==================== design 1
==> design_1/clock_wires.png <==
Scale bar: 20 um.
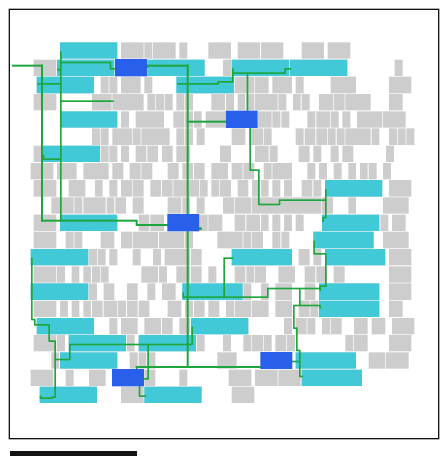

<file path="src/rtl/multi_player_clock_fsm_if.sv">
// Bundle of the game-clock controls and display outputs for multi_player_clock_fsm.
// Latency: none, wires only.
// Backpressure: none; every signal is a plain level or a one-cycle pulse.
interface multi_player_clock_fsm_if #(
  parameter int N_PLAYERS = 2,
  parameter int CNT_W     = 10
) ();
  localparam int IW = (N_PLAYERS > 2) ? $clog2(N_PLAYERS) : 1;

  // Controls, driven by the button/tick front end.
  logic                       tick;
  logic [N_PLAYERS-1:0]       buttons;
  logic                       pause_btn;
  logic                       clear;

  // Status, consumed by the display and LED drivers.
  logic [N_PLAYERS*CNT_W-1:0] times;
  logic [IW-1:0]              active_idx;
  logic [IW-1:0]              loser_idx;
  logic                       flag;
  logic [1:0]                 o_state;
  logic                       low_time;

  modport master (
    output tick, buttons, pause_btn, clear,
    input  times, active_idx, loser_idx, flag, o_state, low_time
  );

  modport slave (
    input  tick, buttons, pause_btn, clear,
    output times, active_idx, loser_idx, flag, o_state, low_time
  );
endinterface

</file>
<file path="src/rtl/multi_player_clock_fsm.sv">
// N-player game clock: per-player countdown, handover with increment, pause, clear.
// Latency: every output is registered and reflects an input edge one cycle later.
// Backpressure: none; inputs are sampled every cycle. Optional macro CLOCK_WARN_EN enables low_time.
module multi_player_clock_fsm #(
  parameter int N_PLAYERS  = 2,
  parameter int CNT_W      = 10,
  parameter int START_TIME = 600,
  parameter int INCREMENT  = 0,
  parameter int WARN_TIME  = 30
) (
  input  logic                      clk,
  input  logic                      reset_n,
  multi_player_clock_fsm_if.slave   bus
);

  localparam int IW = (N_PLAYERS > 2) ? $clog2(N_PLAYERS) : 1;

  localparam logic [1:0] S_IDLE  = 2'b00;
  localparam logic [1:0] S_RUN   = 2'b01;
  localparam logic [1:0] S_PAUSE = 2'b10;
  localparam logic [1:0] S_WIN   = 2'b11;

  localparam logic [CNT_W-1:0] START_V  = CNT_W'(START_TIME);
  localparam logic [CNT_W-1:0] MAX_V    = '1;
  localparam logic [IW-1:0]    LAST_IDX = IW'(N_PLAYERS - 1);

  // Reject illegal configurations at elaboration time.
  generate
    if (N_PLAYERS < 2 || N_PLAYERS > 8) begin : g_bad_players
      $error("multi_player_clock_fsm: N_PLAYERS must be 2..8");
    end
    if (START_TIME < 0 || START_TIME >= (2 ** CNT_W) || INCREMENT < 0 || WARN_TIME < 0) begin : g_bad_times
      $error("multi_player_clock_fsm: START_TIME/INCREMENT/WARN_TIME out of range");
    end
  endgenerate

  // Registered state and outputs.
  logic [1:0]           r_state;
  logic [CNT_W-1:0]     r_times [N_PLAYERS];
  logic [IW-1:0]        r_active;
  logic [IW-1:0]        r_loser;
  logic                 r_flag;

  // Edge-detect history. r_armed stays low for the first cycle after reset
  // so a button already held during reset release is not seen as a press.
  logic [N_PLAYERS-1:0] r_btn_prev;
  logic                 r_pause_prev;
  logic                 r_armed;

  // Next-state values.
  logic [1:0]           w_nxt_state;
  logic [CNT_W-1:0]     w_nxt_times [N_PLAYERS];
  logic [IW-1:0]        w_nxt_active;
  logic [IW-1:0]        w_nxt_loser;
  logic                 w_nxt_flag;

  logic [N_PLAYERS-1:0] w_btn_rise;
  logic                 w_pause_rise;
  logic [IW-1:0]        w_first_idx;
  logic [31:0]          w_sum;
  logic [CNT_W-1:0]     w_inc_val;
  logic [CNT_W-1:0]     w_dec_val;
  logic [N_PLAYERS*CNT_W-1:0] w_times_flat;

  function automatic logic [IW-1:0] f_next_idx(input logic [IW-1:0] idx);
    return (idx == LAST_IDX) ? '0 : idx + IW'(1);
  endfunction

  assign w_btn_rise   = bus.buttons & ~r_btn_prev & {N_PLAYERS{r_armed}};
  assign w_pause_rise = bus.pause_btn & ~r_pause_prev & r_armed;

  // Saturating increment and plain decrement of the running player's counter.
  assign w_sum     = 32'(r_times[r_active]) + 32'(INCREMENT);
  assign w_inc_val = (w_sum > 32'(MAX_V)) ? MAX_V : w_sum[CNT_W-1:0];
  assign w_dec_val = r_times[r_active] - CNT_W'(1);

  // Lowest-numbered pressed button, used when several start the game at once.
  always_comb begin
    w_first_idx = '0;
    for (int k = N_PLAYERS - 1; k >= 0; k--) begin
      if (w_btn_rise[k]) w_first_idx = IW'(k);
    end
  end

  // Game state machine and counter updates; clear overrides everything.
  always_comb begin
    w_nxt_state  = r_state;
    w_nxt_times  = r_times;
    w_nxt_active = r_active;
    w_nxt_loser  = r_loser;
    w_nxt_flag   = r_flag;

    if (bus.clear) begin
      w_nxt_state  = S_IDLE;
      for (int k = 0; k < N_PLAYERS; k++) w_nxt_times[k] = START_V;
      w_nxt_active = '0;
      w_nxt_loser  = '0;
      w_nxt_flag   = 1'b0;
    end else begin
      case (r_state)
        S_IDLE: begin
          for (int k = 0; k < N_PLAYERS; k++) w_nxt_times[k] = START_V;
          if (|w_btn_rise) begin
            w_nxt_active = f_next_idx(w_first_idx);
            w_nxt_state  = S_RUN;
          end
        end
        S_RUN: begin
          // A handover suppresses a coincident tick.
          if (w_btn_rise[r_active]) begin
            w_nxt_times[r_active] = w_inc_val;
            w_nxt_active          = f_next_idx(r_active);
          end else if (bus.tick && (r_times[r_active] != '0)) begin
            w_nxt_times[r_active] = w_dec_val;
            if (w_dec_val == '0) begin
              w_nxt_state = S_WIN;
              w_nxt_loser = r_active;
              w_nxt_flag  = 1'b1;
            end
          end
          // Pause lands after any handover; a falling flag takes precedence.
          if (w_pause_rise && (w_nxt_state == S_RUN)) w_nxt_state = S_PAUSE;
        end
        S_PAUSE: begin
          if (w_pause_rise) w_nxt_state = S_RUN;
        end
        default: begin
          // WIN is terminal until clear or reset.
        end
      endcase
    end
  end

  // Main state and counter registers.
  always_ff @(posedge clk or negedge reset_n) begin
    if (!reset_n) begin
      r_state  <= S_IDLE;
      for (int k = 0; k < N_PLAYERS; k++) r_times[k] <= START_V;
      r_active <= '0;
      r_loser  <= '0;
      r_flag   <= 1'b0;
    end else begin
      r_state  <= w_nxt_state;
      r_times  <= w_nxt_times;
      r_active <= w_nxt_active;
      r_loser  <= w_nxt_loser;
      r_flag   <= w_nxt_flag;
    end
  end

  // Input history for rising-edge detection.
  always_ff @(posedge clk or negedge reset_n) begin
    if (!reset_n) begin
      r_btn_prev   <= '0;
      r_pause_prev <= 1'b0;
      r_armed      <= 1'b0;
    end else begin
      r_btn_prev   <= bus.buttons;
      r_pause_prev <= bus.pause_btn;
      r_armed      <= 1'b1;
    end
  end

`ifdef CLOCK_WARN_EN
  logic r_low;
  logic w_nxt_low;

  // Warning derived from the same next values that load the counters.
  always_comb begin
    w_nxt_low = ((w_nxt_state == S_RUN) || (w_nxt_state == S_PAUSE)) &&
                (32'(w_nxt_times[w_nxt_active]) <= 32'(WARN_TIME)) &&
                (w_nxt_times[w_nxt_active] != '0);
  end

  // Registered low-time warning.
  always_ff @(posedge clk or negedge reset_n) begin
    if (!reset_n) r_low <= 1'b0;
    else          r_low <= w_nxt_low;
  end

  assign bus.low_time = r_low;
`else
  assign bus.low_time = 1'b0;
`endif

  // Flatten the counters for the display bus.
  always_comb begin
    w_times_flat = '0;
    for (int k = 0; k < N_PLAYERS; k++) w_times_flat[k*CNT_W +: CNT_W] = r_times[k];
  end

  assign bus.times      = w_times_flat;
  assign bus.active_idx = r_active;
  assign bus.loser_idx  = r_loser;
  assign bus.flag       = r_flag;
  assign bus.o_state    = r_state;

endmodule

</file>
<file path="src/flat_wrapper.sv">
// flat-port wrapper written by rule: the top's interface ports become plain ports
module multi_player_clock_fsm_flat 
#(
  parameter int N_PLAYERS  = 2,
  parameter int CNT_W      = 10,
  parameter int START_TIME = 600,
  parameter int INCREMENT  = 0,
  parameter int WARN_TIME  = 30
)
  (clk, reset_n, bus_tick, bus_buttons, bus_pause_btn, bus_clear, bus_times, bus_active_idx, bus_loser_idx, bus_flag, bus_o_state, bus_low_time);
  multi_player_clock_fsm_if #(.N_PLAYERS(N_PLAYERS), .CNT_W(CNT_W)) bus_i ();
  input  logic clk;
  input  logic reset_n;
  input wire logic [$bits(bus_i.tick)-1:0] bus_tick;
  input wire logic [$bits(bus_i.buttons)-1:0] bus_buttons;
  input wire logic [$bits(bus_i.pause_btn)-1:0] bus_pause_btn;
  input wire logic [$bits(bus_i.clear)-1:0] bus_clear;
  output wire logic [$bits(bus_i.times)-1:0] bus_times;
  output wire logic [$bits(bus_i.active_idx)-1:0] bus_active_idx;
  output wire logic [$bits(bus_i.loser_idx)-1:0] bus_loser_idx;
  output wire logic [$bits(bus_i.flag)-1:0] bus_flag;
  output wire logic [$bits(bus_i.o_state)-1:0] bus_o_state;
  output wire logic [$bits(bus_i.low_time)-1:0] bus_low_time;
  assign bus_i.tick = bus_tick;
  assign bus_i.buttons = bus_buttons;
  assign bus_i.pause_btn = bus_pause_btn;
  assign bus_i.clear = bus_clear;
  assign bus_times = bus_i.times;
  assign bus_active_idx = bus_i.active_idx;
  assign bus_loser_idx = bus_i.loser_idx;
  assign bus_flag = bus_i.flag;
  assign bus_o_state = bus_i.o_state;
  assign bus_low_time = bus_i.low_time;
  multi_player_clock_fsm #(.N_PLAYERS(N_PLAYERS), .CNT_W(CNT_W), .START_TIME(START_TIME), .INCREMENT(INCREMENT), .WARN_TIME(WARN_TIME)) u_core (.clk(clk), .reset_n(reset_n), .bus(bus_i));
endmodule
</file>
<file path="config.mk">
export PLATFORM = sky130hd
export DESIGN_NAME = multi_player_clock_fsm_flat
export DESIGN_NICKNAME = d
export VERILOG_FILES = /design/src/rtl/multi_player_clock_fsm_if.sv /design/src/rtl/multi_player_clock_fsm.sv /design/src/flat_wrapper.sv
export SDC_FILE = /design/constraint.sdc
export NUM_CORES = 1
export LEC_CHECK = 0
export ABC_AREA = 1
export ABC_CLOCK_PERIOD_IN_PS = 2950
export CAP_MARGIN = 0
export CORE_MARGIN = 3
export CORE_UTILIZATION = 54
export DETAILED_ROUTE_END_ITERATION = 7
export PLACE_DENSITY = 0.8
export REMOVE_ABC_BUFFERS = 1
export SYNTH_ARGS = -nofsm -noshare
export SYNTH_HDL_FRONTEND = slang
export SYNTH_SLANG_ARGS = --single-unit
</file>
<file path="constraint.sdc">
create_clock -name clk -period 2.95 [get_ports clk]
set_input_delay 0.59 -clock clk [delete_from_list [all_inputs] [get_ports clk]]
set_output_delay 0.59 -clock clk [all_outputs]
set_load 0.05 [all_outputs]
</file>
==================== design 2
`src/rtl/action_executor.sv`:
```
// action_executor: fetches a matched action entry and applies NOP/SET/DROP to packet memory.
// Define EXEC_ADD_EN to make opcode 3 (ADD) legal; it adds the READ_FLD state and the field adder.
`ifndef ADDR_BUS
`define ADDR_BUS 31:0
`endif
`ifndef DATA_BUS
`define DATA_BUS 31:0
`endif
`ifndef NUM_HEADERS
`define NUM_HEADERS 8
`endif

module action_executor #(
  parameter int unsigned MAX_VAL_LEN = 8
) (
  input  logic                         clk,
  input  logic                         rst,
  input  logic                         start_i,
  input  logic [`ADDR_BUS]             val_addr_i,
  input  logic [`NUM_HEADERS*32-1:0]   parsed_hdrs_i,
  output logic                         mem_ce_o,
  output logic                         mem_we_o,
  output logic [`ADDR_BUS]             mem_addr_o,
  output logic [3:0]                   mem_width_o,
  output logic [`DATA_BUS]             mem_data_o,
  input  logic [`DATA_BUS]             mem_data_i,
  output logic                         ready_o,
  output logic                         drop_o,
  output logic                         err_o
);

  localparam logic [2:0] StFree     = 3'd0;
  localparam logic [2:0] StLoadDesc = 3'd1;
  localparam logic [2:0] StLoadVal  = 3'd2;
  localparam logic [2:0] StWrite    = 3'd4;
  localparam logic [2:0] StDone     = 3'd5;

  localparam int unsigned ValW   = 8 * MAX_VAL_LEN;
  localparam logic [4:0]  MaxLen = 5'(MAX_VAL_LEN);
  localparam logic [4:0]  NumHdr = 5'(`NUM_HEADERS);

  localparam logic [7:0] OpNop  = 8'd0;
  localparam logic [7:0] OpSet  = 8'd1;
  localparam logic [7:0] OpDrop = 8'd2;

  logic [2:0]      state_q;
  logic [7:0]      opcode_q;
  logic [3:0]      hdr_q;
  logic [5:0]      off_q;
  logic [3:0]      len_q;
  logic [3:0]      cnt_q;
  logic [31:0]     fbase_q;
  logic [ValW-1:0] val_q;
  logic [ValW-1:0] res;
  logic [ValW-1:0] res_sh;
  logic [3:0]      wr_sh;
  logic [31:0]     hdr_base;
  logic [7:0]      rd_byte;
  logic            len_bad;
  logic            hdr_bad;
  logic            op_rmw;
  logic            last_byte;
  logic            unused_data;

  assign rd_byte     = mem_data_i[7:0];
  assign unused_data = ^mem_data_i[31:8];
  assign mem_width_o = 4'd1;
  assign len_bad     = (rd_byte[3:0] == 4'd0) || ({1'b0, rd_byte[3:0]} > MaxLen);
  assign hdr_bad     = ({1'b0, hdr_q} >= NumHdr);
  assign last_byte   = (cnt_q == len_q - 4'd1);

`ifdef EXEC_ADD_EN
  localparam logic [2:0] StReadFld = 3'd3;
  localparam logic [7:0] OpAdd     = 8'd3;
  logic [ValW-1:0] fld_q;
  // Whole-field add; carry ripples from the last (least significant) byte upward.
  assign res    = (opcode_q == OpAdd) ? val_q + fld_q : val_q;
  assign op_rmw = (opcode_q == OpSet) || (opcode_q == OpAdd);
`else
  assign res    = val_q;
  assign op_rmw = (opcode_q == OpSet);
`endif

  always_comb begin
    hdr_base = '0;
    for (int h = 0; h < `NUM_HEADERS; h++) begin
      if ({1'b0, hdr_q} == 5'(h)) hdr_base = parsed_hdrs_i[h*32 +: 32];
    end
  end

  // Field bytes are big-endian: write index 0 is the most significant byte of res.
  assign wr_sh  = len_q - cnt_q - 4'd1;
  assign res_sh = res >> {wr_sh, 3'b000};

  always_comb begin
    mem_data_o = '0;
    if (state_q == StWrite) mem_data_o[7:0] = res_sh[7:0];
  end

  always_ff @(posedge clk or posedge rst) begin
    if (rst) begin
      state_q    <= StFree;
      opcode_q   <= '0;
      hdr_q      <= '0;
      off_q      <= '0;
      len_q      <= '0;
      cnt_q      <= '0;
      fbase_q    <= '0;
      val_q      <= '0;
`ifdef EXEC_ADD_EN
      fld_q      <= '0;
`endif
      mem_ce_o   <= 1'b0;
      mem_we_o   <= 1'b0;
      mem_addr_o <= '0;
      ready_o    <= 1'b0;
      drop_o     <= 1'b0;
      err_o      <= 1'b0;
    end else begin
      case (state_q)
        StFree: begin
          if (start_i) begin
            ready_o <= 1'b0;
            drop_o  <= 1'b0;
            err_o   <= 1'b0;
            cnt_q   <= '0;
            val_q   <= '0;
`ifdef EXEC_ADD_EN
            fld_q   <= '0;
`endif
            if (val_addr_i == '0) begin
              state_q <= StDone;
            end else begin
              mem_ce_o   <= 1'b1;
              mem_addr_o <= val_addr_i;
              state_q    <= StLoadDesc;
            end
          end
        end
        StLoadDesc: begin
          mem_addr_o <= mem_addr_o + 1'b1;
          cnt_q      <= cnt_q + 4'd1;
          case (cnt_q)
            4'd0: opcode_q <= rd_byte;
            4'd1: hdr_q    <= rd_byte[3:0];
            4'd2: off_q    <= rd_byte[5:0];
            default: begin
              // Len byte is decoded straight off the read port to save a cycle.
              len_q   <= rd_byte[3:0];
              cnt_q   <= '0;
              fbase_q <= hdr_base + {26'b0, off_q};
              if (op_rmw && !len_bad && !hdr_bad) begin
                state_q <= StLoadVal;
              end else begin
                mem_ce_o <= 1'b0;
                state_q  <= StDone;
                if (opcode_q == OpDrop) drop_o <= 1'b1;
                else if (opcode_q != OpNop) err_o <= 1'b1;
              end
            end
          endcase
        end
        StLoadVal: begin
          val_q      <= {val_q[ValW-9:0], rd_byte};
          mem_addr_o <= mem_addr_o + 1'b1;
          cnt_q      <= cnt_q + 4'd1;
          if (last_byte) begin
            cnt_q      <= '0;
            mem_addr_o <= fbase_q;
`ifdef EXEC_ADD_EN
            if (opcode_q == OpAdd) begin
              state_q <= StReadFld;
            end else begin
              mem_we_o <= 1'b1;
              state_q  <= StWrite;
            end
`else
            mem_we_o <= 1'b1;
            state_q  <= StWrite;
`endif
          end
        end
`ifdef EXEC_ADD_EN
        StReadFld: begin
          fld_q      <= {fld_q[ValW-9:0], rd_byte};
          mem_addr_o <= mem_addr_o + 1'b1;
          cnt_q      <= cnt_q + 4'd1;
          if (last_byte) begin
            cnt_q      <= '0;
            mem_addr_o <= fbase_q;
            mem_we_o   <= 1'b1;
            state_q    <= StWrite;
          end
        end
`endif
        StWrite: begin
          mem_addr_o <= mem_addr_o + 1'b1;
          cnt_q      <= cnt_q + 4'd1;
          if (last_byte) begin
            mem_ce_o <= 1'b0;
            mem_we_o <= 1'b0;
            state_q  <= StDone;
          end
        end
        StDone: begin
          if (!start_i) begin
            ready_o <= 1'b0;
            state_q <= StFree;
          end else begin
            ready_o <= 1'b1;
          end
        end
        default: state_q <= StFree;
      endcase
    end
  end

endmodule

```
`config.mk`:
```
export PLATFORM = sky130hd
export DESIGN_NAME = action_executor
export DESIGN_NICKNAME = d
export VERILOG_FILES = /design/src/rtl/action_executor.sv
export SDC_FILE = /design/constraint.sdc
export NUM_CORES = 1
export LEC_CHECK = 0
export CORE_MARGIN = 2
export CORE_UTILIZATION = 51
export CTS_CLUSTER_DIAMETER = 150
export DETAILED_ROUTE_END_ITERATION = 16
export PLACE_DENSITY = 0.88
export SLEW_MARGIN = 0
export SYNTH_ARGS = -nofsm -noshare
export SYNTH_HDL_FRONTEND = slang
export SYNTH_SLANG_ARGS = --single-unit
export TNS_END_PERCENT = 1
```
`constraint.sdc`:
```
create_clock -name clk -period 11.4 [get_ports clk]
set_input_delay 2.28 -clock clk [delete_from_list [all_inputs] [get_ports clk]]
set_output_delay 2.28 -clock clk [all_outputs]
set_load 0.02 [all_outputs]
```
==================== design 3
### src/rtl/shift_add_pkg.sv
// Shared types and constants for the shift-and-add multiplier.
// The SHIFT_ADD_EARLY_DONE_EN build option is resolved in the top module.
package shift_add_pkg;

  localparam int SA_WIDTH = 4;
  localparam int SA_ITER  = 4;

  typedef enum logic [1:0] {
    IDLE,
    CALC,
    DONE
  } sa_state_t;

endpackage

### src/rtl/ripple_carry_adder.sv
// 4-bit ripple-carry adder.
// Purely combinational; the carry chain runs LSB to MSB.
module ripple_carry_adder (
  input  logic [3:0] A,
  input  logic [3:0] B,
  input  logic       Cin,
  output logic [3:0] Sum,
  output logic       Cout
);

  logic [4:0] c;

  always_comb begin
    c    = '0;
    Sum  = '0;
    c[0] = Cin;
    for (int i = 0; i < 4; i++) begin
      Sum[i]   = A[i] ^ B[i] ^ c[i];
      c[i+1]   = (A[i] & B[i]) | (c[i] & (A[i] ^ B[i]));
    end
    Cout = c[4];
  end

endmodule

### src/rtl/shift_add_multiplier.sv
// Sequential 4x4 unsigned shift-and-add multiplier.
// Define SHIFT_ADD_EARLY_DONE_EN to finish once the multiplier bits run out.
module shift_add_multiplier
  import shift_add_pkg::*;
#(
  parameter int WIDTH = SA_WIDTH
) (
  input  logic               clk,
  input  logic               rst_n,
  input  logic               start,
  input  logic [WIDTH-1:0]   A,
  input  logic [WIDTH-1:0]   B,
  output logic [2*WIDTH-1:0] Product,
  output logic               busy,
  output logic               done
);

  if (WIDTH != SA_WIDTH) begin : g_bad_width
    $error("shift_add_multiplier: WIDTH must equal SA_WIDTH");
  end

  sa_state_t state_q, state_d;
  logic [3:0] mcand_q, mcand_d;
  logic [8:0] p_q, p_d;
  logic [2:0] cnt_q, cnt_d;
  logic [7:0] product_q, product_d;

  logic [3:0] sum;
  logic       cout;
  logic [8:0] p_step;

  ripple_carry_adder u_adder (
    .A    (p_q[7:4]),
    .B    (mcand_q),
    .Cin  (1'b0),
    .Sum  (sum),
    .Cout (cout)
  );

`ifdef SHIFT_ADD_EARLY_DONE_EN
  logic [4:0] rem_mask;
  logic       rem_zero;

  // Only the cnt low bits of P[3:0] are still unconsumed multiplier bits.
  always_comb begin
    rem_mask = (5'd1 << cnt_q) - 5'd1;
    rem_zero = (p_q[3:0] & rem_mask[3:0]) == 4'd0;
  end
`endif

  always_comb begin
    p_step = p_q[0] ? {1'b0, cout, sum, p_q[3:1]}
                    : {1'b0, p_q[8:4], p_q[3:1]};
  end

  always_comb begin
    state_d   = state_q;
    mcand_d   = mcand_q;
    p_d       = p_q;
    cnt_d     = cnt_q;
    product_d = product_q;
    unique case (state_q)
      IDLE, DONE: begin
        if (start) begin
          mcand_d = A;
          p_d     = {5'b0, B};
          cnt_d   = 3'(SA_ITER);
          state_d = CALC;
        end else begin
          state_d = IDLE;
        end
      end
      CALC: begin
        p_d   = p_step;
        cnt_d = cnt_q - 3'd1;
        if (cnt_q == 3'd1) begin
          product_d = p_step[7:0];
          state_d   = DONE;
        end
`ifdef SHIFT_ADD_EARLY_DONE_EN
        if (rem_zero) begin
          p_d       = p_q;
          cnt_d     = cnt_q;
          product_d = p_q[7:0] >> cnt_q;
          state_d   = DONE;
        end
`endif
      end
      default: state_d = IDLE;
    endcase
  end

  always_ff @(posedge clk) begin
    if (!rst_n) begin
      state_q   <= IDLE;
      mcand_q   <= '0;
      p_q       <= '0;
      cnt_q     <= '0;
      product_q <= '0;
    end else begin
      state_q   <= state_d;
      mcand_q   <= mcand_d;
      p_q       <= p_d;
      cnt_q     <= cnt_d;
      product_q <= product_d;
    end
  end

  assign Product = product_q;
  assign busy    = (state_q == CALC);
  assign done    = (state_q == DONE);

endmodule
### config.mk
export PLATFORM = sky130hd
export DESIGN_NAME = shift_add_multiplier
export DESIGN_NICKNAME = d
export VERILOG_FILES = /design/src/rtl/shift_add_pkg.sv /design/src/rtl/ripple_carry_adder.sv /design/src/rtl/shift_add_multiplier.sv
export SDC_FILE = /design/constraint.sdc
export NUM_CORES = 1
export LEC_CHECK = 0
export CORE_MARGIN = 1.5
export CORE_UTILIZATION = 51
export CTS_CLUSTER_SIZE = 8
export DETAILED_ROUTE_END_ITERATION = 16
export PLACE_DENSITY = 0.87
export SYNTH_ARGS = -nofsm -noshare
export SYNTH_HDL_FRONTEND = slang
export SYNTH_SLANG_ARGS = --single-unit
### constraint.sdc
create_clock -name clk -period 3.2 [get_ports clk]
set_clock_uncertainty 0.05 [all_clocks]
set_input_delay 0.48 -clock clk [delete_from_list [all_inputs] [get_ports clk]]
set_output_delay 0.48 -clock clk [all_outputs]
set_load 0.02 [all_outputs]
==================== design 4
`src/rtl/led_frame_tx.sv`:
```
// led_frame_tx: queued Manchester frame transmitter for a visible-light link.
// Frames wait in a small FIFO and go out as preamble, payload, idle gap.
module led_frame_tx #(
    parameter int   FRAME_SIZE    = 16,
    parameter int   DEPTH         = 4,
    parameter int   DIV_W         = 16,
    parameter int   PREAMBLE_BITS = 8,
    parameter int   GAP_HALVES    = 4,
    parameter logic IDLE_LEVEL    = 1'b0
) (
    input  logic                    clock,
    input  logic                    reset,
    input  logic [DIV_W-1:0]        half_period,
    input  logic                    enable,
    input  logic                    push,
    input  logic [FRAME_SIZE-1:0]   push_data,
    output logic                    full,
    output logic [$clog2(DEPTH):0]  count,
    output logic                    drop,
    output logic                    led,
    output logic                    busy,
    output logic                    irq
);

    localparam int AW   = $clog2(DEPTH);
    localparam int TW   = DIV_W + $clog2(GAP_HALVES + 1);
    localparam int MAXB = (PREAMBLE_BITS > FRAME_SIZE) ? PREAMBLE_BITS : FRAME_SIZE;
    localparam int BW   = $clog2(MAXB + 1);

    typedef enum logic [2:0] {
        S_IDLE,
        S_LOAD,
        S_PRE,
        S_DATA,
        S_GAP
    } state_t;

    state_t state, state_nxt;

    logic [FRAME_SIZE-1:0] mem [DEPTH];
    logic [AW-1:0]         wr_ptr;
    logic [AW-1:0]         rd_ptr;
    logic                  push_ok;
    logic                  pop;

    logic [DIV_W-1:0]      h_eff;
    logic [DIV_W-1:0]      h_lat;
    logic [TW-1:0]         tmr;
    logic [TW-1:0]         half_load;
    logic [TW-1:0]         gap_load;
    logic                  phase;
    logic [BW-1:0]         bit_cnt;
    logic [FRAME_SIZE-1:0] shreg;
    logic                  half_end;
    logic                  bit_end;
    logic                  pre_last;
    logic                  data_last;
    logic                  cur_bit;

    assign full    = (count == (AW+1)'(DEPTH));
    assign push_ok = push && !full;

    assign h_eff     = (half_period == '0) ? DIV_W'(1) : half_period;
    assign half_load = TW'(h_lat) - TW'(1);
    assign gap_load  = TW'(GAP_HALVES) * TW'(h_lat) - TW'(1);
    assign half_end  = (tmr == '0);
    assign bit_end   = half_end && phase;
    assign pre_last  = (bit_cnt == BW'(PREAMBLE_BITS - 1));
    assign data_last = (bit_cnt == BW'(FRAME_SIZE - 1));
    // Preamble starts with a 1, so even bit indices carry 1.
    assign cur_bit   = (state == S_PRE) ? ~bit_cnt[0] : shreg[FRAME_SIZE-1];

    // Frame storage; contents need no reset since pointers gate reads.
    always_ff @(posedge clock) begin
        if (push_ok) begin
            mem[wr_ptr] <= push_data;
        end
    end

    // FIFO pointers, occupancy and rejected-push pulse.
    always_ff @(posedge clock or negedge reset) begin
        if (!reset) begin
            wr_ptr <= '0;
            rd_ptr <= '0;
            count  <= '0;
            drop   <= 1'b0;
        end else begin
            drop <= push && full;
            if (push_ok) begin
                wr_ptr <= wr_ptr + AW'(1);
            end
            if (pop) begin
                rd_ptr <= rd_ptr + AW'(1);
            end
            count <= count + (AW+1)'(push_ok) - (AW+1)'(pop);
        end
    end

    // State register.
    always_ff @(posedge clock or negedge reset) begin
        if (!reset) begin
            state <= S_IDLE;
        end else begin
            state <= state_nxt;
        end
    end

    // Next-state logic.
    always_comb begin
        state_nxt = state;
        case (state)
            S_IDLE: if (enable && count != '0) state_nxt = S_LOAD;
            S_LOAD: state_nxt = S_PRE;
            S_PRE:  if (bit_end && pre_last) state_nxt = S_DATA;
            S_DATA: if (bit_end && data_last) state_nxt = S_GAP;
            S_GAP:  if (half_end) state_nxt = S_IDLE;
            default: state_nxt = S_IDLE;
        endcase
    end

    // State-decoded outputs.
    always_comb begin
        busy = 1'b0;
        pop  = 1'b0;
        case (state)
            S_IDLE: busy = 1'b0;
            S_LOAD: begin
                busy = 1'b1;
                pop  = 1'b1;
            end
            default: busy = 1'b1;
        endcase
    end

    // Half-bit timer, bit sequencing and registered line level.
    always_ff @(posedge clock or negedge reset) begin
        if (!reset) begin
            led     <= IDLE_LEVEL;
            irq     <= 1'b0;
            tmr     <= '0;
            phase   <= 1'b0;
            bit_cnt <= '0;
            shreg   <= '0;
            h_lat   <= DIV_W'(1);
        end else begin
            irq <= 1'b0;
            case (state)
                S_LOAD: begin
                    shreg   <= mem[rd_ptr];
                    h_lat   <= h_eff;
                    tmr     <= TW'(h_eff) - TW'(1);
                    phase   <= 1'b0;
                    bit_cnt <= '0;
                    led     <= 1'b1;
                end
                S_PRE, S_DATA: begin
                    if (!half_end) begin
                        tmr <= tmr - TW'(1);
                    end else if (!phase) begin
                        phase <= 1'b1;
                        led   <= ~cur_bit;
                        tmr   <= half_load;
                    end else begin
                        phase <= 1'b0;
                        tmr   <= half_load;
                        if (state == S_PRE) begin
                            if (pre_last) begin
                                bit_cnt <= '0;
                                led     <= shreg[FRAME_SIZE-1];
                            end else begin
                                bit_cnt <= bit_cnt + BW'(1);
                                led     <= bit_cnt[0];
                            end
                        end else begin
                            if (data_last) begin
                                bit_cnt <= '0;
                                led     <= IDLE_LEVEL;
                                irq     <= 1'b1;
                                tmr     <= gap_load;
                            end else begin
                                bit_cnt <= bit_cnt + BW'(1);
                                shreg   <= shreg << 1;
                                led     <= shreg[FRAME_SIZE-2];
                            end
                        end
                    end
                end
                S_GAP: begin
                    led <= IDLE_LEVEL;
                    if (!half_end) begin
                        tmr <= tmr - TW'(1);
                    end
                end
                default: led <= IDLE_LEVEL;
            endcase
        end
    end

endmodule

```
`config.mk`:
```
export PLATFORM = sky130hd
export DESIGN_NAME = led_frame_tx
export DESIGN_NICKNAME = d
export VERILOG_FILES = /design/src/rtl/led_frame_tx.sv
export SDC_FILE = /design/constraint.sdc
export NUM_CORES = 1
export LEC_CHECK = 0
export CAP_MARGIN = 30
export CORE_ASPECT_RATIO = 0.7
export CORE_UTILIZATION = 54
export CTS_CLUSTER_SIZE = 14
export DETAILED_ROUTE_END_ITERATION = 16
export PLACE_DENSITY = 0.76
export SYNTH_ARGS = -nofsm -noshare
export SYNTH_HDL_FRONTEND = slang
export SYNTH_SLANG_ARGS = --single-unit
```
`constraint.sdc`:
```
create_clock -name clock -period 2.71 [get_ports clock]
set_clock_uncertainty 0.05 [all_clocks]
set_input_delay 0.542 -clock clock [delete_from_list [all_inputs] [get_ports clock]]
set_output_delay 0.542 -clock clock [all_outputs]
set_load 0.01 [all_outputs]
```
==> design_4/clock_wires.png <==
Scale bar: 50 um.
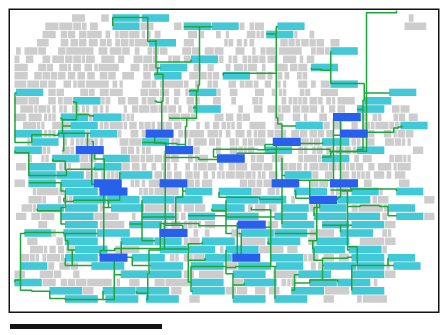
legend:
  blue:
    item: clock-net drivers
    count: 17
  green:
    item: clock wires
    length: 1,650 um
  cyan:
    item: flip-flops
    count: 134
flops lie: spread over the die
routed clock nets: 18
clk ins delay skew pair: 0.41 ns
Clock power frac: 0.357
clk pwr: 2.13 mW

==> job_summary.md, design 4 <==
### Metrics collected by this job

| Metric | Value |
|---|---|
| Flop area | `0.00367 mm^2` |
| Clock Pin Slew Worst Setup and Hold Paths | `0.06 ns` |
| DP Worst Slack | `-0.902 ns` |
| Failing checks | `negative setup slack` |
| Placed cells | `957` |
| Clock-cell share | `0.0599` |
| Inverter count | `20` |
| Reg2Reg Depth | `9` |
| Reg2reg setup slack | `0.14 ns` |
| Syn Nets | `745` |
| EDFF count, synth | `64` |
| Top Registers | `mem (64), tmr (19)` |
| Vias in the first global route | `6,086` |
| Post-layout worst setup margin | `-0.0898 ns` |
| Final setup violating endpoints | `1` |
| WP depth | `12` |
| Slowest CP cell | `or4_4` |
| Status | `finished with violations` |
| Routed Antenna Nets | `0` |
| Synth Flop Type | `dfrtp_1` |
[design 4: cell usage after synthesis, types with 8 or more instances]
cell type	number	share of area
mux4_2	16	0.049
xor2_1	11	0.013
nor4_1	10	0.0086
and3_1	11	0.0094
clkbuf_1	32	0.016
dfrtp_1	69	0.24
xnor2_1	14	0.017
mux2i_1	17	0.023
a21oi_1	16	0.011
inv_1	20	0.010
ha_1	13	0.022
nor2_1	42	0.022
o21ai_1	34	0.023
nand3_1	20	0.014
nand2_1	105	0.054
a211oi_1	8	0.0082
o21ai_0	31	0.021
o211ai_1	12	0.012
edfxtp_1	64	0.26
nor3_1	22	0.015
[design 4: cell families after synthesis]
| family | count (synthesis) |
|---|---|
| and+or+nand+nor | 260 |
| AOI/OAI and AO/OA | 162 |
| DFF | 134 |
| buffers and inverters | 64 |
| muxes | 36 |
| xor gates and xnor gates | 25 |
| adders and majority gates | 14 |
[design 4: timing repair]
action,in CTS,in global routing
resized,24,21
setup endpoints to repair,10,26
pin swaps,10,7
hold endpoints to repair,0,0
buffers inserted,2,1
[design 4: metal layers]
metal  track usage  up-vias  wire [um]
li1              -     2794          -
met1         0.452     3072       8940
met2         0.464      353       9240
met3        0.0876       35       2240
met4        0.0953        0        337
met5             0        -          0
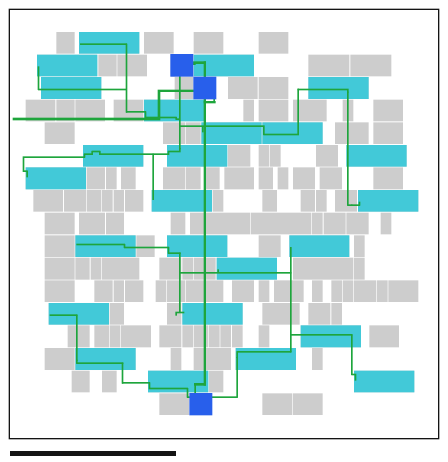
(design_3/clock_wires.png)
Scale bar: 20 um.
legend:
  green:
    item: clock wires
    length: 296 um
  blue:
    item: clock-net drivers
    count: 3
  cyan:
    item: flip-flops
    count: 25
flops lie: spread over the die
clk ins delay skew pair: 0.33 ns
clk pwr: 0.145 mW
Clock power frac: 0.251

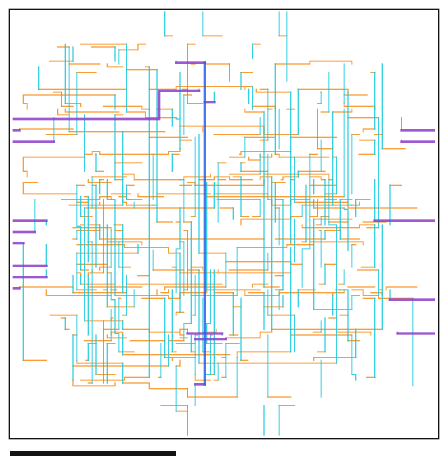
(design_3/layers.png)
Scale bar: 20 um.
legend:
  purple:
    layer: M3
    wire_length: 85.5 um
  blue:
    layer: M4
    wire_length: 38.8 um
  cyan:
    layer: M2
    wire_length: 1,100 um
  orange:
    layer: M1
    wire_length: 1,010 um

==> job_summary.md, design 3 <==
### Metrics collected by this job

| Metric | Value |
|---|---|
| Status | `completed` |
| Switching Share | `0.277` |
| DP Worst Slack | `0.854 ns` |
| Synthesized registers | `25` |
| M3 GR Usage | `0.0345` |
| Hold depth | `2` |
| Hold-fix buffers, CTS | `0` |
| Syn Area/Cell | `9.25 um^2` |
| Asr flop ratio synth | `0` |
| DP HPWL | `1.60 mm` |
| Final nets | `164` |
| Initial Util | `0.544` |
| Routed Antenna Nets | `0` |
| Tool warnings | `27` |
| Max incr delay on CP | `0.41 ns` |
| Crit path from | `p_q[4]$_SDFFE_PN0P_` |
| Synth Area in Adders | `0.0812` |
| Yosys xor share | `0` |
-- design 3: sequential cells by signal, summed over array words and instances (netlist names) --
signal	count
mcand_q	4
Product	8
state_q	2
cnt_q	3
p_q	8
-- design 3: area by class of cell --
type                    count  area, um^2
clock buffers               3        22.5
flip-flops and latches     25         500
inverters                  10        37.5
repair buffers             21         208
well taps                  28        35.0
clock inverters             1        5.00
multi-input cells          86         609
fillers                   193         795
-- design 3: power by group through the flow --
stage | clock, mW | combinational (mW) | sequential [mW]
after global routing | 0.166 | 0.0999 | 0.344
after detailed placement | 0 | 0.0898 | 0.348
final | 0.145 | 0.0898 | 0.342
after global placement | 0 | 0.0866 | 0.347
after CTS | 0.151 | 0.0902 | 0.341
after floorplan | 0 | 0.0641 | 0.343
-- design 3: worst max-delay path: cells and delay by family (launching register included) --
family                   cells  cell delay, ns
multiplexers                 1            0.19
AND-OR/OR-AND                1            0.18
AND/OR/NAND/NOR              1            0.06
flip-flops                   1            0.38
buffers and inverters        2            0.11
adder cells (fa/ha/maj)      4            1.30
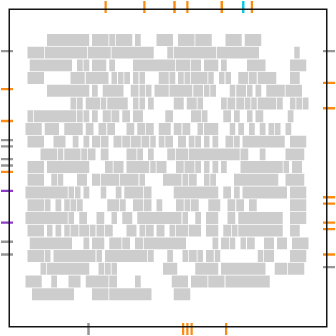
(design_1/pinout.png)
Pins as bars across the die edge, other pins in gray.
legend:
  orange:
    port: bus_times
    pins: 20
    direction: output
    edge: 7 right, 6 top, 4 bottom, 3 left
  cyan:
    port: bus_active_idx
    pins: 1
    direction: output
    edge: top
  purple:
    port: bus_o_state
    pins: 2
    direction: output
    edge: left

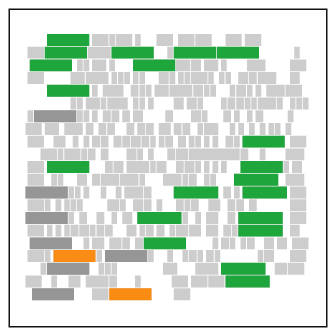
(design_1/ff_map.png)
Other sequential cells in the stronger gray, the rest of the logic in the fainter gray.
legend:
  green:
    signal: u_core.bus.times
    placed_flops: 20
    where: spread over the die
  orange:
    signal: u_core.r_btn_prev
    placed_flops: 2
not colored: 7

## Picture notes: design_1/clock_wires.png
legend:
  blue:
    item: clock-net drivers
    count: 5
  cyan:
    item: flip-flops
    count: 29
  green:
    item: clock wires
    length: 394 um
flops lie: spread over the die
routed clock nets: 6
clk ins delay skew pair: 0.28 ns
worst clock skew: 0.00383 ns
Clock power frac: 0.213
clk pwr: 0.426 mW

==> job_summary.md, design 1 <==
### Metrics collected by this job

| Metric | Value |
|---|---|
| Status | `completed` |
| Syn Area/Cell | `7.32 um^2` |
| H-tree depth | `2` |
| Top cells by count | `nand2_1 (71), inv_1 (28), o21ai_0 (23)` |
| DR WL/cell | `14.4 um` |
| Antenna diodes | `0` |
| Global-route wire length before repair | `9.07 mm` |
| Leading cell kind | `combinational gates` |
| Unique masters post-synth | `32` |
| P_sw | `0.936 mW` |
| # DRC | `0` |
| Initial DRC Count | `157` |
| And-or/or-and share of the synthesized area | `0.161` |
| Endpoint class of the critical path | `primary output` |
| Synth Flop Type | `dfrtp_1` |
| # port buffers | `31` |
| CTS tree | `done` |
| Die area | `0.00457 mm^2` |
| Layout cells sized above 1 | `0.223` |
[design 1: path summary, 6_finish.rpt]
check | depth (start not counted) | slack, ns | from | end
worst max-delay path | 2 | 0.29 | u_core.bus.active_idx$_DFFE_PN0P_ | bus_active_idx
worst min-delay path | 2 | 0.48 | u_core.bus.times[19]$_DFFE_PN1P_ | u_core.bus.times[19]$_DFFE_PN1P_
worst max register to register | 14 | 0.32 | u_core.bus.active_idx$_DFFE_PN0P_ | u_core.bus.loser_idx$_DFFE_PN0P_
worst min register to register | 2 | 0.48 | u_core.bus.times[19]$_DFFE_PN1P_ | u_core.bus.times[19]$_DFFE_PN1P_
max in group asynchronous | 2 | 1.95 | reset_n | u_core.bus.times[19]$_DFFE_PN1P_
min in group asynchronous | 2 | 0.69 | reset_n | u_core.bus.times[7]$_DFFE_PN0P_
[design 1: critical path, cell delays in order, from the launching register on]
cell	delay [ns]
dfrtp_1	0.66
buf_4	0.30
clkdlybuf4s50_1	0.82
[design 1: routing by layer]
metal | wire [um] | GRT usage | part of all wire
met1 | 2210 | 0.340 | 0.43
met2 | 2540 | 0.450 | 0.49
met3 | 341 | 0.0483 | 0.066
met4 | 98 | 0.106 | 0.019
met5 | 0 | 0 | 0
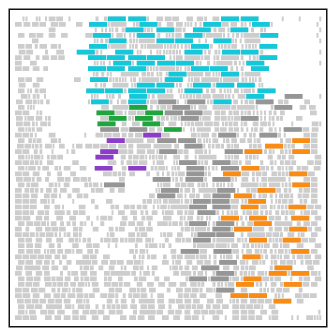
(design_2/ff_map.png)
Other sequential cells in the stronger gray, the rest of the logic in the fainter gray.
legend:
  green:
    signal: opcode_q
    placed_flops: 8
  purple:
    signal: off_q
    placed_flops: 6
  cyan:
    signal: res
    placed_flops: 64
  orange:
    signal: mem_addr_o
    placed_flops: 32

==> job_summary.md, design 2 <==
### Metrics collected by this job

| Metric | Value |
|---|---|
| Area leader share | `0.347` |
| Core Rows | `55` |
| Largest logic family | `simple AND/OR/NAND/NOR gates` |
| Relative slew slack | `0.246` |
| WP depth | `7` |
| Syn Area/Cell | `8.42 um^2` |
| Seq pwr share | `0.248` |
| Area grow syn2layout | `34.5%` |
| Worst Setup Path Type | `flip-flop to primary output` |
| Routed Antenna Nets | `0` |
| Global-route wire length before repair | `68.8 mm` |
| DP Worst Slack | `4.99 ns` |
| Status | `completed` |
| Synth Area in Adders | `0.0195` |
| Reg2reg setup slack | `5.87 ns` |
| # port buffers | `343` |
| Met1 Usage GRT | `0.492` |
| Yosys top cell by area | `dfrtp_1` |
| Layout cells sized above 1 | `0.0804` |
| Worst clock skew | `0.0103 ns` |
| Endpoint class of the critical path | `primary output` |
| M3 GR Usage | `0.0955` |
| Final Util | `0.696` |
| Hold Worst Slack | `0.493 ns` |
| Die height | `155 um` |
==> design 2: power by group through the flow <==
stage,clock (mW),combinational [mW],sequential [mW]
after floorplan,0,1.60,0.943
after global placement,0,2.26,0.959
after detailed placement,0,2.30,0.968
after CTS,0.579,2.33,0.960
after global routing,0.603,2.54,0.991
final,0.577,2.37,0.973
==> design 2: cell type report <==
cell class / instances / share of cell area
Inverter: 21 / 0.00534
Clock inverter: 15 / 0.0118
Antenna cell: 14 / 0.00223
Timing Repair Buffer: 358 / 0.226
Sequential cell: 162 / 0.259
Clock buffer: 17 / 0.0271
Multi-Input combinational cell: 1106 / 0.446
Tap cell: 285 / 0.0227
==> design 2: state kept, by name, indices dropped and copies added, names as in the netlist <==
name and cells:
drop_o 1, state_q 3, mem_we_o 1, mem_ce_o 1, off_q 6, mem_addr_o 32
cnt_q 4, ready_o 1, fbase_q 32, opcode_q 8, len_q 4, err_o 1
res 64, hdr_q 4

==> screenshots <==
The clock network.
picture 1
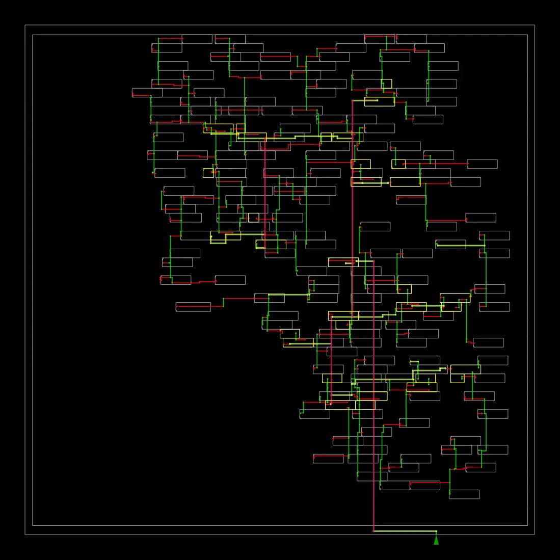
picture 2
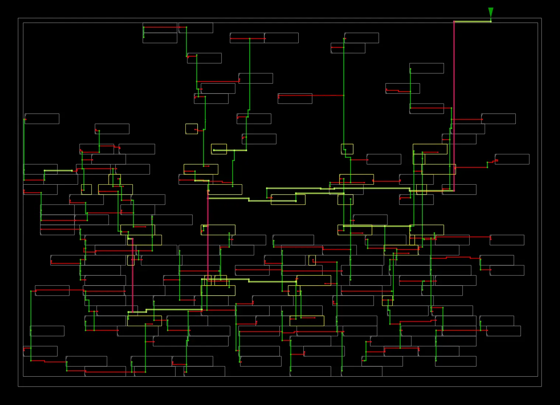
picture 3
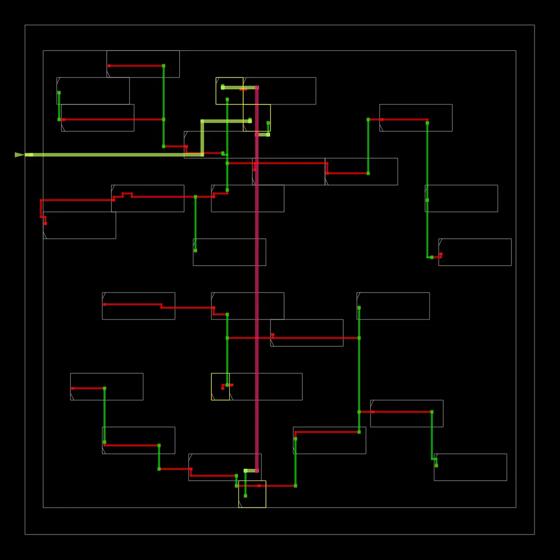
picture 4
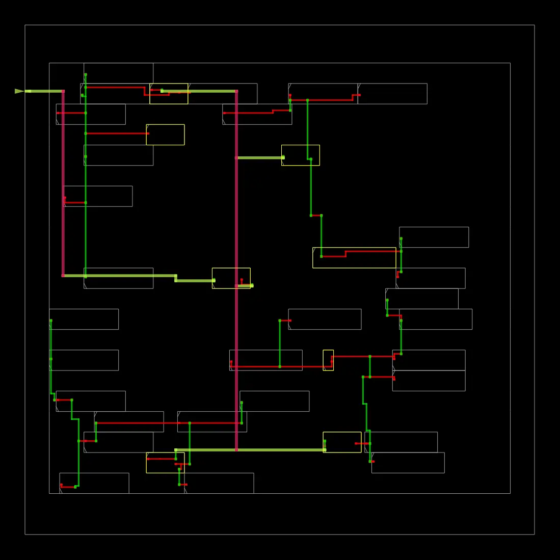
design 4 -> picture 2
design 1 -> picture 4
design 3 -> picture 3
design 2 -> picture 1
Of these, most sequential cells: picture 1
Of these, fewest clock buffers: picture 3



==> screenshots <==
Pin map.
Pins as bars across the die edge, other pins in gray.
shot_01.png
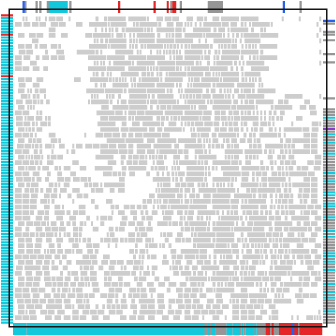
shot_02.png
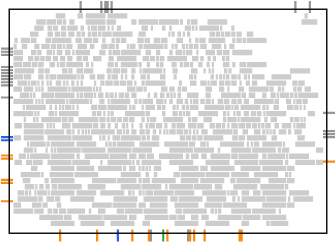
shot_03.png
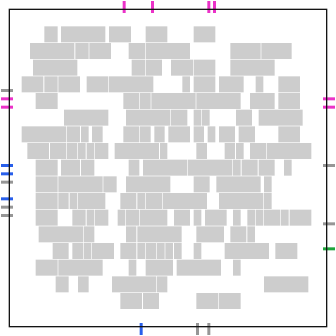
Design 3 is shot_03.png.
Design 4 is shot_02.png.
Design 2 is shot_01.png.

Key to shot_03.png:
legend:
  blue:
    port: B
    pins: 4
    direction: input
    edge: 3 left, 1 bottom
  magenta:
    port: Product
    pins: 8
    direction: output
    edge: 4 top, 2 left, 2 right
  green:
    port: busy
    pins: 1
    direction: output
    edge: right
all pins by edge: 9 left, 5 right, 4 top, 3 bottom


==> gallery <==
Metal layers overlaid.
(a)
Scale bar: 50 um.
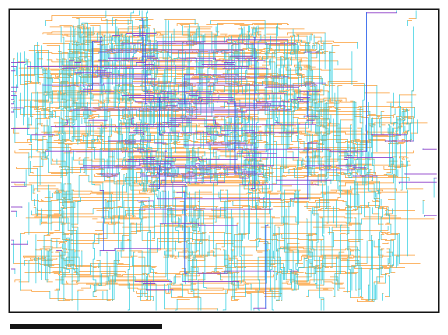
(b)
Scale bar: 20 um.
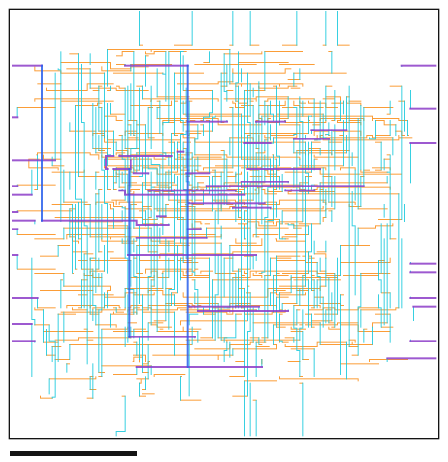
(c)
Scale bar: 50 um.
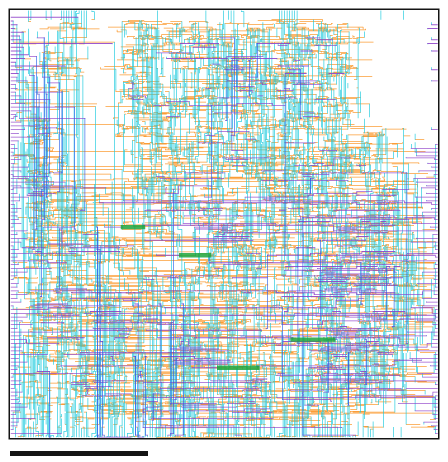
(c): design 2
(a): design 4
(b): design 1
Of these, most wire: (c)
Of these, least wire: (b)

Key to (a):
legend:
  blue:
    layer: M4
    wire_length: 338 um
  orange:
    layer: M1
    wire_length: 8,940 um
  purple:
    layer: M3
    wire_length: 2,240 um
  cyan:
    layer: M2
    wire_length: 9,240 um

No activity file was given, so power comes from the tool's default toggle rates.
